==================== block 1
**Block 1: cell area per tile**

The bar under the picture is 20 um long. The die is cut into 11 by 11 equal tiles; dark blue is low, red is high, 0 to 100% covered.
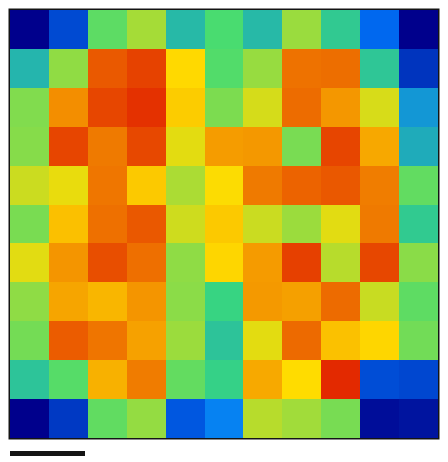

--- config.mk ---
export PLATFORM = sky130hd
export DESIGN_NAME = fp_mul_normround_flat
export DESIGN_NICKNAME = d
export VERILOG_FILES = /design/src/rtl/fp_pkg.sv /design/src/rtl/fp_mul_normround_if.sv /design/src/rtl/fp_rne_rounder.sv /design/src/rtl/fp_mul_normround.sv /design/src/flat_wrapper.sv
export SDC_FILE = /design/constraint.sdc
export NUM_CORES = 1
export LEC_CHECK = 0
export CORE_MARGIN = 2
export CORE_UTILIZATION = 55
export DETAILED_ROUTE_END_ITERATION = 10
export PLACE_DENSITY_LB_ADDON = 0.25
export SYNTH_ARGS = -nofsm -noshare
export SYNTH_HDL_FRONTEND = slang
export SYNTH_SLANG_ARGS = --single-unit
export TNS_END_PERCENT = 30
--- constraint.sdc ---
create_clock -name CLK -period 2.79 [get_ports CLK]
set_clock_uncertainty 0.15 [all_clocks]
set_input_delay 0.837 -clock CLK [delete_from_list [all_inputs] [get_ports CLK]]
set_output_delay 0.837 -clock CLK [all_outputs]
set_load 0.05 [all_outputs]
--- src/rtl/fp_pkg.sv ---
// Shared types and constants for the floating-point multiplier normalise/round/pack stage.
package fp_pkg;

    localparam int          BIAS = 127;
    localparam logic [31:0] QNAN = 32'h7FC00000;

    typedef enum logic [2:0] {
        EXC_NORMAL = 3'b000,
        EXC_ZERO   = 3'b001,
        EXC_NAN    = 3'b011,
        EXC_INF    = 3'b100
    } exc_e;

    typedef enum logic [2:0] {
        S_IDLE,
        S_NORM,
        S_ROUND,
        S_PACK,
        S_DONE
    } state_e;

endpackage

--- src/rtl/fp_mul_normround_if.sv ---
// Request/result bundle between the multiplier front end (master) and the normalise/round stage (slave).
interface fp_mul_normround_if;
    import fp_pkg::*;

    logic        Data_valid;
    logic        Sign_in;
    logic [8:0]  Exp_in;
    logic [47:0] Mant_in;
    logic [2:0]  Special_in;
    logic [31:0] Dataout;
    logic        Dataout_valid;
    exc_e        Exc;
    logic        Busy;

    modport master (
        output Data_valid, Sign_in, Exp_in, Mant_in, Special_in,
        input  Dataout, Dataout_valid, Exc, Busy
    );

    modport slave (
        input  Data_valid, Sign_in, Exp_in, Mant_in, Special_in,
        output Dataout, Dataout_valid, Exc, Busy
    );

endinterface

--- src/rtl/fp_rne_rounder.sv ---
// Combinational round-to-nearest-even on a 24-bit significand with guard and sticky bits.
module fp_rne_rounder (
    input  logic [23:0] kept,
    input  logic        guard,
    input  logic        sticky,
    output logic [23:0] rounded,
    output logic        carry
);

    logic        inc;
    logic [24:0] sum;

    // Ties (guard set, sticky clear) only round up when that makes the result even.
    assign inc     = guard & (sticky | kept[0]);
    assign sum     = {1'b0, kept} + {24'd0, inc};
    assign rounded = sum[23:0];
    assign carry   = sum[24];

endmodule

--- src/rtl/fp_mul_normround.sv ---
// Normalise, round and pack a raw 24x24 significand product into IEEE-754 single, fixed 4-edge latency.
module fp_mul_normround #(
    parameter int BIAS = fp_pkg::BIAS
) (
    input logic               CLK,
    input logic               RSTn,
    fp_mul_normround_if.slave bus
);
    import fp_pkg::*;

    state_e             state, next_state;
    logic               sign_q;
    logic [8:0]         exp_q;
    logic [47:0]        mant_q;
    logic [2:0]         special_q;
    logic [23:0]        kept_q;
    logic               guard_q, sticky_q;
    logic signed [9:0]  e_q;
    logic [31:0]        dataout_q;
    exc_e               exc_q;
    logic               valid_q;

    logic [23:0]        rounded;
    logic               carry;
    logic [23:0]        norm_kept;
    logic               norm_guard, norm_sticky;
    logic signed [9:0]  norm_e, e_base;
    logic [31:0]        pack_word;
    exc_e               pack_exc;

    fp_rne_rounder u_rounder (
        .kept    (kept_q),
        .guard   (guard_q),
        .sticky  (sticky_q),
        .rounded (rounded),
        .carry   (carry)
    );

    // Product lies in [1,4): bit 47 set means the binary point moves one place left.
    always_comb begin
        e_base      = $signed({1'b0, exp_q}) - 10'(BIAS);
        norm_kept   = mant_q[46:23];
        norm_guard  = mant_q[22];
        norm_sticky = |mant_q[21:0];
        norm_e      = e_base;
        if (mant_q[47]) begin
            norm_kept   = mant_q[47:24];
            norm_guard  = mant_q[23];
            norm_sticky = |mant_q[22:0];
            norm_e      = e_base + 10'sd1;
        end
    end

    always_comb begin
        pack_word = {sign_q, e_q[7:0], kept_q[22:0]};
        pack_exc  = EXC_NORMAL;
        if (special_q == EXC_ZERO) begin
            pack_word = {sign_q, 31'h0};
            pack_exc  = EXC_ZERO;
        end else if (special_q == EXC_NAN) begin
            pack_word = QNAN;
            pack_exc  = EXC_NAN;
        end else if (special_q == EXC_INF) begin
            pack_word = {sign_q, 8'hFF, 23'h0};
            pack_exc  = EXC_INF;
        end else if (mant_q == 48'd0) begin
            pack_word = {sign_q, 31'h0};
            pack_exc  = EXC_ZERO;
        end else if (e_q >= 10'sd255) begin
            pack_word = {sign_q, 8'hFF, 23'h0};
            pack_exc  = EXC_INF;
        end else if (e_q <= 10'sd0) begin
            pack_word = {sign_q, 31'h0};
            pack_exc  = EXC_ZERO;
        end
    end

    always_ff @(posedge CLK or negedge RSTn) begin
        if (!RSTn) state <= S_IDLE;
        else       state <= next_state;
    end

    always_comb begin
        next_state = state;
        case (state)
            S_IDLE:  if (bus.Data_valid) next_state = S_NORM;
            S_NORM:  next_state = S_ROUND;
            S_ROUND: next_state = S_PACK;
            S_PACK:  next_state = S_DONE;
            S_DONE:  if (valid_q && !bus.Data_valid) next_state = S_IDLE;
            default: next_state = S_IDLE;
        endcase
    end

    // Dataout/Exc land on entry to DONE; valid follows one edge later so the result is stable first.
    always_ff @(posedge CLK or negedge RSTn) begin
        if (!RSTn) begin
            sign_q    <= 1'b0;
            exp_q     <= 9'd0;
            mant_q    <= 48'd0;
            special_q <= 3'd0;
            kept_q    <= 24'd0;
            guard_q   <= 1'b0;
            sticky_q  <= 1'b0;
            e_q       <= 10'sd0;
            dataout_q <= 32'd0;
            exc_q     <= EXC_NORMAL;
            valid_q   <= 1'b0;
        end else begin
            case (state)
                S_IDLE: begin
                    if (bus.Data_valid) begin
                        sign_q    <= bus.Sign_in;
                        exp_q     <= bus.Exp_in;
                        mant_q    <= bus.Mant_in;
                        special_q <= bus.Special_in;
                    end
                end
                S_NORM: begin
                    kept_q   <= norm_kept;
                    guard_q  <= norm_guard;
                    sticky_q <= norm_sticky;
                    e_q      <= norm_e;
                end
                S_ROUND: begin
                    if (carry) begin
                        kept_q <= 24'h800000;
                        e_q    <= e_q + 10'sd1;
                    end else begin
                        kept_q <= rounded;
                    end
                end
                S_PACK: begin
                    dataout_q <= pack_word;
                    exc_q     <= pack_exc;
                end
                S_DONE: begin
                    if (!valid_q)              valid_q <= 1'b1;
                    else if (!bus.Data_valid)  valid_q <= 1'b0;
                end
                default: ;
            endcase
        end
    end

    assign bus.Dataout       = dataout_q;
    assign bus.Exc           = exc_q;
    assign bus.Dataout_valid = valid_q;
    assign bus.Busy          = (state != S_IDLE);

endmodule

--- src/flat_wrapper.sv ---
// flat-port wrapper written by rule: the top's interface ports become plain ports
module fp_mul_normround_flat import fp_pkg::*;
#(
    parameter int BIAS = fp_pkg::BIAS
)
  (CLK, RSTn, bus_Data_valid, bus_Sign_in, bus_Exp_in, bus_Mant_in, bus_Special_in, bus_Dataout, bus_Dataout_valid, bus_Exc, bus_Busy);
  fp_mul_normround_if bus_i ();
  input logic CLK;
  input logic RSTn;
  input wire logic [$bits(bus_i.Data_valid)-1:0] bus_Data_valid;
  input wire logic [$bits(bus_i.Sign_in)-1:0] bus_Sign_in;
  input wire logic [$bits(bus_i.Exp_in)-1:0] bus_Exp_in;
  input wire logic [$bits(bus_i.Mant_in)-1:0] bus_Mant_in;
  input wire logic [$bits(bus_i.Special_in)-1:0] bus_Special_in;
  output wire logic [$bits(bus_i.Dataout)-1:0] bus_Dataout;
  output wire logic [$bits(bus_i.Dataout_valid)-1:0] bus_Dataout_valid;
  output wire logic [$bits(bus_i.Exc)-1:0] bus_Exc;
  output wire logic [$bits(bus_i.Busy)-1:0] bus_Busy;
  assign bus_i.Data_valid = bus_Data_valid;
  assign bus_i.Sign_in = bus_Sign_in;
  assign bus_i.Exp_in = bus_Exp_in;
  assign bus_i.Mant_in = bus_Mant_in;
  assign bus_i.Special_in = bus_Special_in;
  assign bus_Dataout = bus_i.Dataout;
  assign bus_Dataout_valid = bus_i.Dataout_valid;
  assign bus_Exc = bus_i.Exc;
  assign bus_Busy = bus_i.Busy;
  fp_mul_normround #(.BIAS(BIAS)) u_core (.CLK(CLK), .RSTn(RSTn), .bus(bus_i));
endmodule
==================== block 2
--- src/rtl/regdump_pkg.sv ---
// Shared constants and FSM state encoding for the register-file dump reader.
package regdump_pkg;
  localparam int XLEN = 32;
  localparam int AW   = 5;

  typedef enum logic [2:0] {
    ST_IDLE,
    ST_READ,
    ST_PRESENT,
    ST_CSUM,
    ST_FIN
  } state_t;
endpackage

--- src/rtl/regfile_dump_reader.sv ---
// Streams (addr,data) for a register window: first valid 2 cycles after start, one beat per 2 cycles max, beat held under !out_ready.
// Optional REGDUMP_CHECKSUM_EN appends an XOR-of-data beat at addr 0 before done.
module regfile_dump_reader
  import regdump_pkg::*;
(
  input  logic            clk,
  input  logic            rst,
  input  logic            start,
  input  logic [AW-1:0]   first_addr,
  input  logic [AW-1:0]   last_addr,
  output logic [AW-1:0]   rf_raddr,
  input  logic [XLEN-1:0] rf_rdata,
  input  logic            rf_we,
  input  logic [AW-1:0]   rf_waddr,
  input  logic [XLEN-1:0] rf_wdata,
  output logic            out_valid,
  input  logic            out_ready,
  output logic [AW-1:0]   out_addr,
  output logic [XLEN-1:0] out_data,
  output logic            busy,
  output logic            done,
  output logic            err
);

`ifdef REGDUMP_CHECKSUM_EN
  localparam state_t AFTER_LAST = ST_CSUM;
`else
  localparam state_t AFTER_LAST = ST_FIN;
`endif

  state_t          r_state, w_next;
  logic [AW-1:0]   r_ptr, r_end, r_raddr, r_out_addr;
  logic [XLEN-1:0] r_out_data, w_rd_data;
  logic            r_out_valid, r_busy, r_err, r_bad_done;
  logic            w_hs, w_last, w_good_start, w_bad_start;
`ifdef REGDUMP_CHECKSUM_EN
  logic [XLEN-1:0] r_csum;
`endif

  assign w_hs         = r_out_valid && out_ready;
  assign w_last       = (r_ptr == r_end);
  assign w_good_start = (r_state == ST_IDLE) && start && (first_addr <= last_addr);
  assign w_bad_start  = (r_state == ST_IDLE) && start && (first_addr > last_addr);
  // A write landing on the address being read this cycle wins over the stale array value.
  assign w_rd_data    = (rf_we && (rf_waddr == r_ptr) && (r_ptr != '0)) ? rf_wdata : rf_rdata;

  always_ff @(posedge clk or negedge rst) begin
    if (!rst) r_state <= ST_IDLE;
    else      r_state <= w_next;
  end

  always_comb begin
    w_next = r_state;
    case (r_state)
      ST_IDLE:    if (w_good_start) w_next = ST_READ;
      ST_READ:    w_next = ST_PRESENT;
      ST_PRESENT: if (w_hs) w_next = w_last ? AFTER_LAST : ST_READ;
`ifdef REGDUMP_CHECKSUM_EN
      ST_CSUM:    if (w_hs) w_next = ST_FIN;
`endif
      ST_FIN:     w_next = ST_IDLE;
      default:    w_next = ST_IDLE;
    endcase
  end

  always_ff @(posedge clk or negedge rst) begin
    if (!rst) begin
      r_ptr       <= '0;
      r_end       <= '0;
      r_raddr     <= '0;
      r_out_addr  <= '0;
      r_out_data  <= '0;
      r_out_valid <= 1'b0;
      r_busy      <= 1'b0;
      r_err       <= 1'b0;
      r_bad_done  <= 1'b0;
`ifdef REGDUMP_CHECKSUM_EN
      r_csum      <= '0;
`endif
    end else begin
      r_bad_done <= w_bad_start;
      case (r_state)
        ST_IDLE: begin
          if (w_bad_start) r_err <= 1'b1;
          if (w_good_start) begin
            r_ptr   <= first_addr;
            r_end   <= last_addr;
            r_raddr <= first_addr;
            r_err   <= 1'b0;
            r_busy  <= 1'b1;
`ifdef REGDUMP_CHECKSUM_EN
            r_csum  <= '0;
`endif
          end
        end
        ST_READ: begin
          r_out_data  <= w_rd_data;
          r_out_addr  <= r_ptr;
          r_out_valid <= 1'b1;
`ifdef REGDUMP_CHECKSUM_EN
          r_csum      <= r_csum ^ w_rd_data;
`endif
        end
        ST_PRESENT: begin
          if (w_hs) begin
            if (w_last) begin
`ifdef REGDUMP_CHECKSUM_EN
              // Checksum beat follows back-to-back; accumulator already holds the last beat.
              r_out_addr  <= '0;
              r_out_data  <= r_csum;
`else
              r_out_valid <= 1'b0;
`endif
            end else begin
              r_out_valid <= 1'b0;
              r_ptr       <= r_ptr + 1'b1;
              r_raddr     <= r_ptr + 1'b1;
            end
          end
        end
        ST_CSUM: if (w_hs) r_out_valid <= 1'b0;
        ST_FIN:  r_busy <= 1'b0;
        default: ;
      endcase
    end
  end

  assign rf_raddr  = r_raddr;
  assign out_valid = r_out_valid;
  assign out_addr  = r_out_addr;
  assign out_data  = r_out_data;
  assign busy      = r_busy;
  assign err       = r_err;
  assign done      = (r_state == ST_FIN) || r_bad_done;

endmodule
--- config.mk ---
export PLATFORM = sky130hd
export DESIGN_NAME = regfile_dump_reader
export DESIGN_NICKNAME = d
export VERILOG_FILES = /design/src/rtl/regdump_pkg.sv /design/src/rtl/regfile_dump_reader.sv
export SDC_FILE = /design/constraint.sdc
export NUM_CORES = 1
export LEC_CHECK = 0
export CELL_PAD_IN_SITES_DETAIL_PLACEMENT = 0
export CELL_PAD_IN_SITES_GLOBAL_PLACEMENT = 1
export CORE_UTILIZATION = 34
export CTS_BUF_LIST = sky130_fd_sc_hd__clkbuf_4
export CTS_CLUSTER_SIZE = 24
export DETAILED_ROUTE_END_ITERATION = 12
export PLACE_DENSITY_LB_ADDON = 0.1
export SETUP_SLACK_MARGIN = 0.1
export SLEW_MARGIN = 0
export SYNTH_ARGS = -nofsm -noshare
export SYNTH_HDL_FRONTEND = slang
export SYNTH_SLANG_ARGS = --single-unit
export TNS_END_PERCENT = 50
--- constraint.sdc ---
create_clock -name clk -period 4 [get_ports clk]
set_input_delay 0.6 -clock clk [delete_from_list [all_inputs] [get_ports clk]]
set_output_delay 0.6 -clock clk [all_outputs]
set_load 0.02 [all_outputs]
**Block 1: M2 wires**

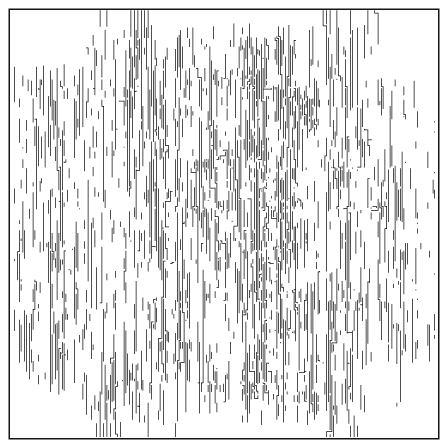
nets with wire on the layer: 694
wire length on this layer: 7410 um
main direction: vertical
longest straight run: 37.7 um
share of all routed wire: 46%
routed via count: 5476
met2 track demand over resource: 39.6%

About 'cell area per tile' of block 1:
nearly empty tiles: 2.5%
fullest tile: 95%
mean over tiles: 65%
tiles over 75% full: 44%

==> flow_metrics.py, block 1 <==
# Generated from Yosys and OpenROAD reports
metrics = {
    "die": {
        "taps": 147,
        "die_h_um": 115,
    },
    "layout": {
        "sh_seq_area_pct": 39.1,
        "seq_area_sq_mm": 0.00340,
        "layout.nonclk_buf_share_pct": 14.6,
        "final_core_util_pct": 72.5,
        "n_all_buffers": 123,
        "dominant_cells": "registers",
        "syn2layout_area_growth_pct": 29.1,
        "lay_top_count": "dfrtp_1",
        "fillers": 860,
        "largest_register_ffs": 48,
        "n_clock_buffer": 24,
    },
    "clocking": {
        "cts-resized-gates": 0,
        "cts_root_buf": "clkbuf_16",
        "cts_tree": "yes",
        "cts.path.max_buffers": 2,
    },
    "global_route": {
        "grt-ovfl-total": 0,
        "grtUsageMet1_pct": 35.1,
        "grt_start_max_net_pins": 49,
        "grt_pass1_wl_um": 26200,
    },
    "logic_synthesis": {
        "top_area_cell": "dfrtp_1",
        "ys_cells": 636,
        "ys_chip_area_sq_mm": 0.00674,
        "common_cells": "dfrtp_1 (136), mux2_2 (64), nand2_1 (48)",
        "yosys_warnings": 0,
        "ys_seq_elements": 136,
        "syn_area_sq_mm": 0.00674,
        "top_cell": "dfrtp_1",
    },
    "power_and_ir_drop": {
        "p_int_w": 0.00679,
        "peakVddDrop_uv": 610,
        "p_leak_nw": 3.60,
        "p_comb_w": 0.00497,
        "pwr-share-comb_pct": 44.0,
    },
    "min_path": {
        "hold_path.class": "in -> async",
    },
    "setup_path": {
        "cp-end-kind": "output port",
        "critPathBufInv": 1,
    },
    "outcome": {
        "outcome": "complete, no violations",
    },
    "route": {
        "drt_first_pass_iters": 5,
        "drc": 0,
    },
    "timing": {
        "tightest_slew_ns": 0.646,
        "grt_setup_unrepaired": "no",
        "max-slew-margin-rel_pct": 57.0,
    },
}
==> block 1: stage by stage <==
stage	total power, W	std cells	hold slack, ns	setup WS (ns)	cell area, sq um
2_1_floorplan	0.00727	636	0.300	0.270	6740
3_3_place_gp	0.00860	866	0.309	0.188	8010
3_5_place_dp	0.00882	866	0.326	0.134	8010
4_1_cts	0.0113	898	0.162	0.159	8650
5_1_grt	0.0120	901	0.176	0.0425	8710
6_report	0.0113	901	0.164	0.168	8710
**Block 2: M2 wires**

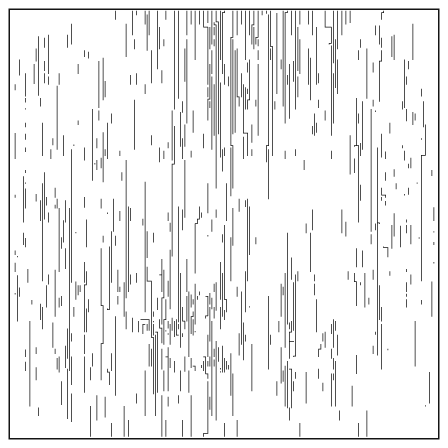
wire length on this layer: 3140 um
longest straight run: 45.6 um
main direction: vertical

==> flow_metrics.py, block 2 <==
# Generated from Yosys and OpenROAD reports
metrics = {
    "route": {
        "drt-met1-wl_um": 3170,
        "wl_met3_um": 625,
        "wl_per_cell_um": 14.2,
        "top_layer_used": "met4",
    },
    "setup_path": {
        "cpPeakStageDelay_ns": 0.65,
        "startpoint": "rf_raddr[0]$_DFFE_PN0P_",
        "path_delay_family": "AND-OR/OR-AND gates",
        "ff2ff_setup_slack_ns": 1.29,
        "critPathBufInv": 2,
        "worstPathCellList": "inv_1 > ha_1 > a211o_1 > a211oi_4 > buf_12 > mux2i_1 > a21oi_2",
    },
    "placement": {
        "io_buffers": 129,
    },
    "logic_synthesis": {
        "top_area_cell": "dfrtp_1",
        "synthesis.nets": 356,
        "syn_area_sq_mm": 0.00288,
        "yosys.area_share.xor_xnor_pct": 2.74,
    },
    "power_and_ir_drop": {
        "swShare_pct": 40.6,
        "power_leader": "combinational logic",
        "p_comb_w": 0.00162,
        "power_w": 0.00293,
        "power_switching_w": 0.00119,
    },
    "timing": {
        "fin_crit_sh_pct": 67.6,
        "finalClockSkew_ns": 0.0158,
    },
    "outcome": {
        "outcome": "complete, no violations",
    },
    "global_route": {
        "antenna_found_initial": 0,
        "gr-usage-met3_pct": 5.34,
        "grt_pass1_wl_um": 11100,
    },
    "min_path": {
        "hold_path.class": "in -> async",
    },
    "layout": {
        "finalInstanceArea_sq_mm": 0.00432,
    },
    "clocking": {
        "holdBufCountCts": 0,
    },
}
-- block 2: area by class of cell --
class,count,area [sq um]
multi-input combinational,184,1380
clock buffer,5,37.5
sequential,54,1350
inverter,12,45.0
fill,794,3890
clock inverter,2,33.8
tap,105,131
timing repair buffer,133,1340
-- block 2: state kept, by name (all words and copies together) (netlist names) --
name,count
r_bad_done,1
out_addr,5
out_valid,1
rf_raddr,5
err,1
busy,1
r_end,5
r_state,3
out_data,32

==> screenshots <==
Track usage over the die.
Plate I
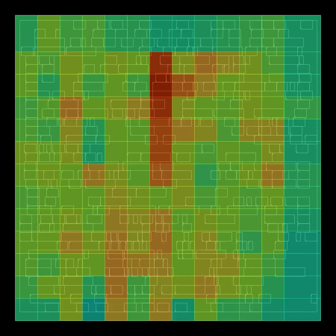
Plate II
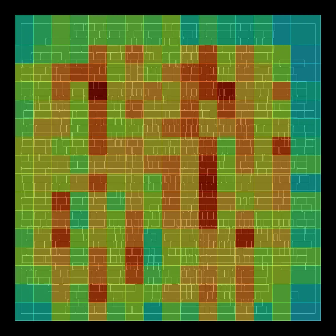
Plate II -> block 1
Plate I -> block 2
Of these, most wire per cell: Plate II
Of these, highest track usage: Plate II



==> screenshots <==
Met1 routing.
(a)
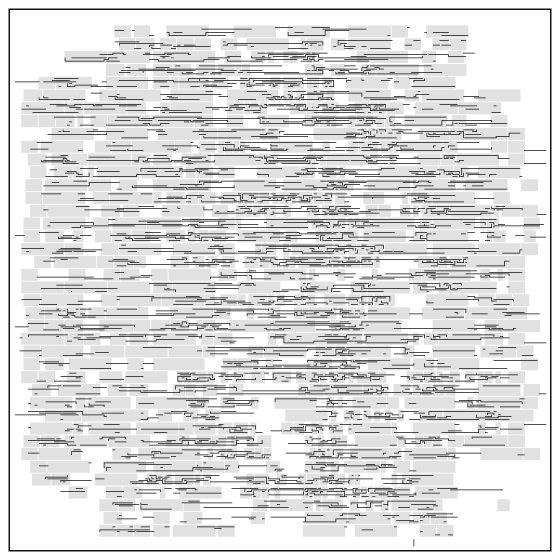
(b)
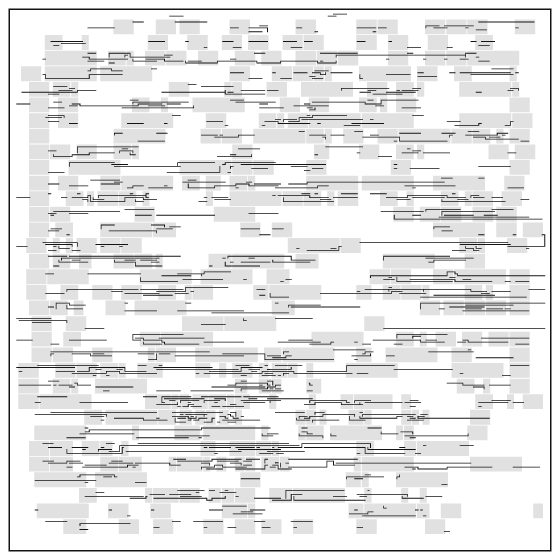
(b) is block 2.
(a) is block 1.

Key to (a):
wire length on this layer: 7150 um
longest straight run: 66.7 um

No activity file was given, so power comes from the tool's default toggle rates.
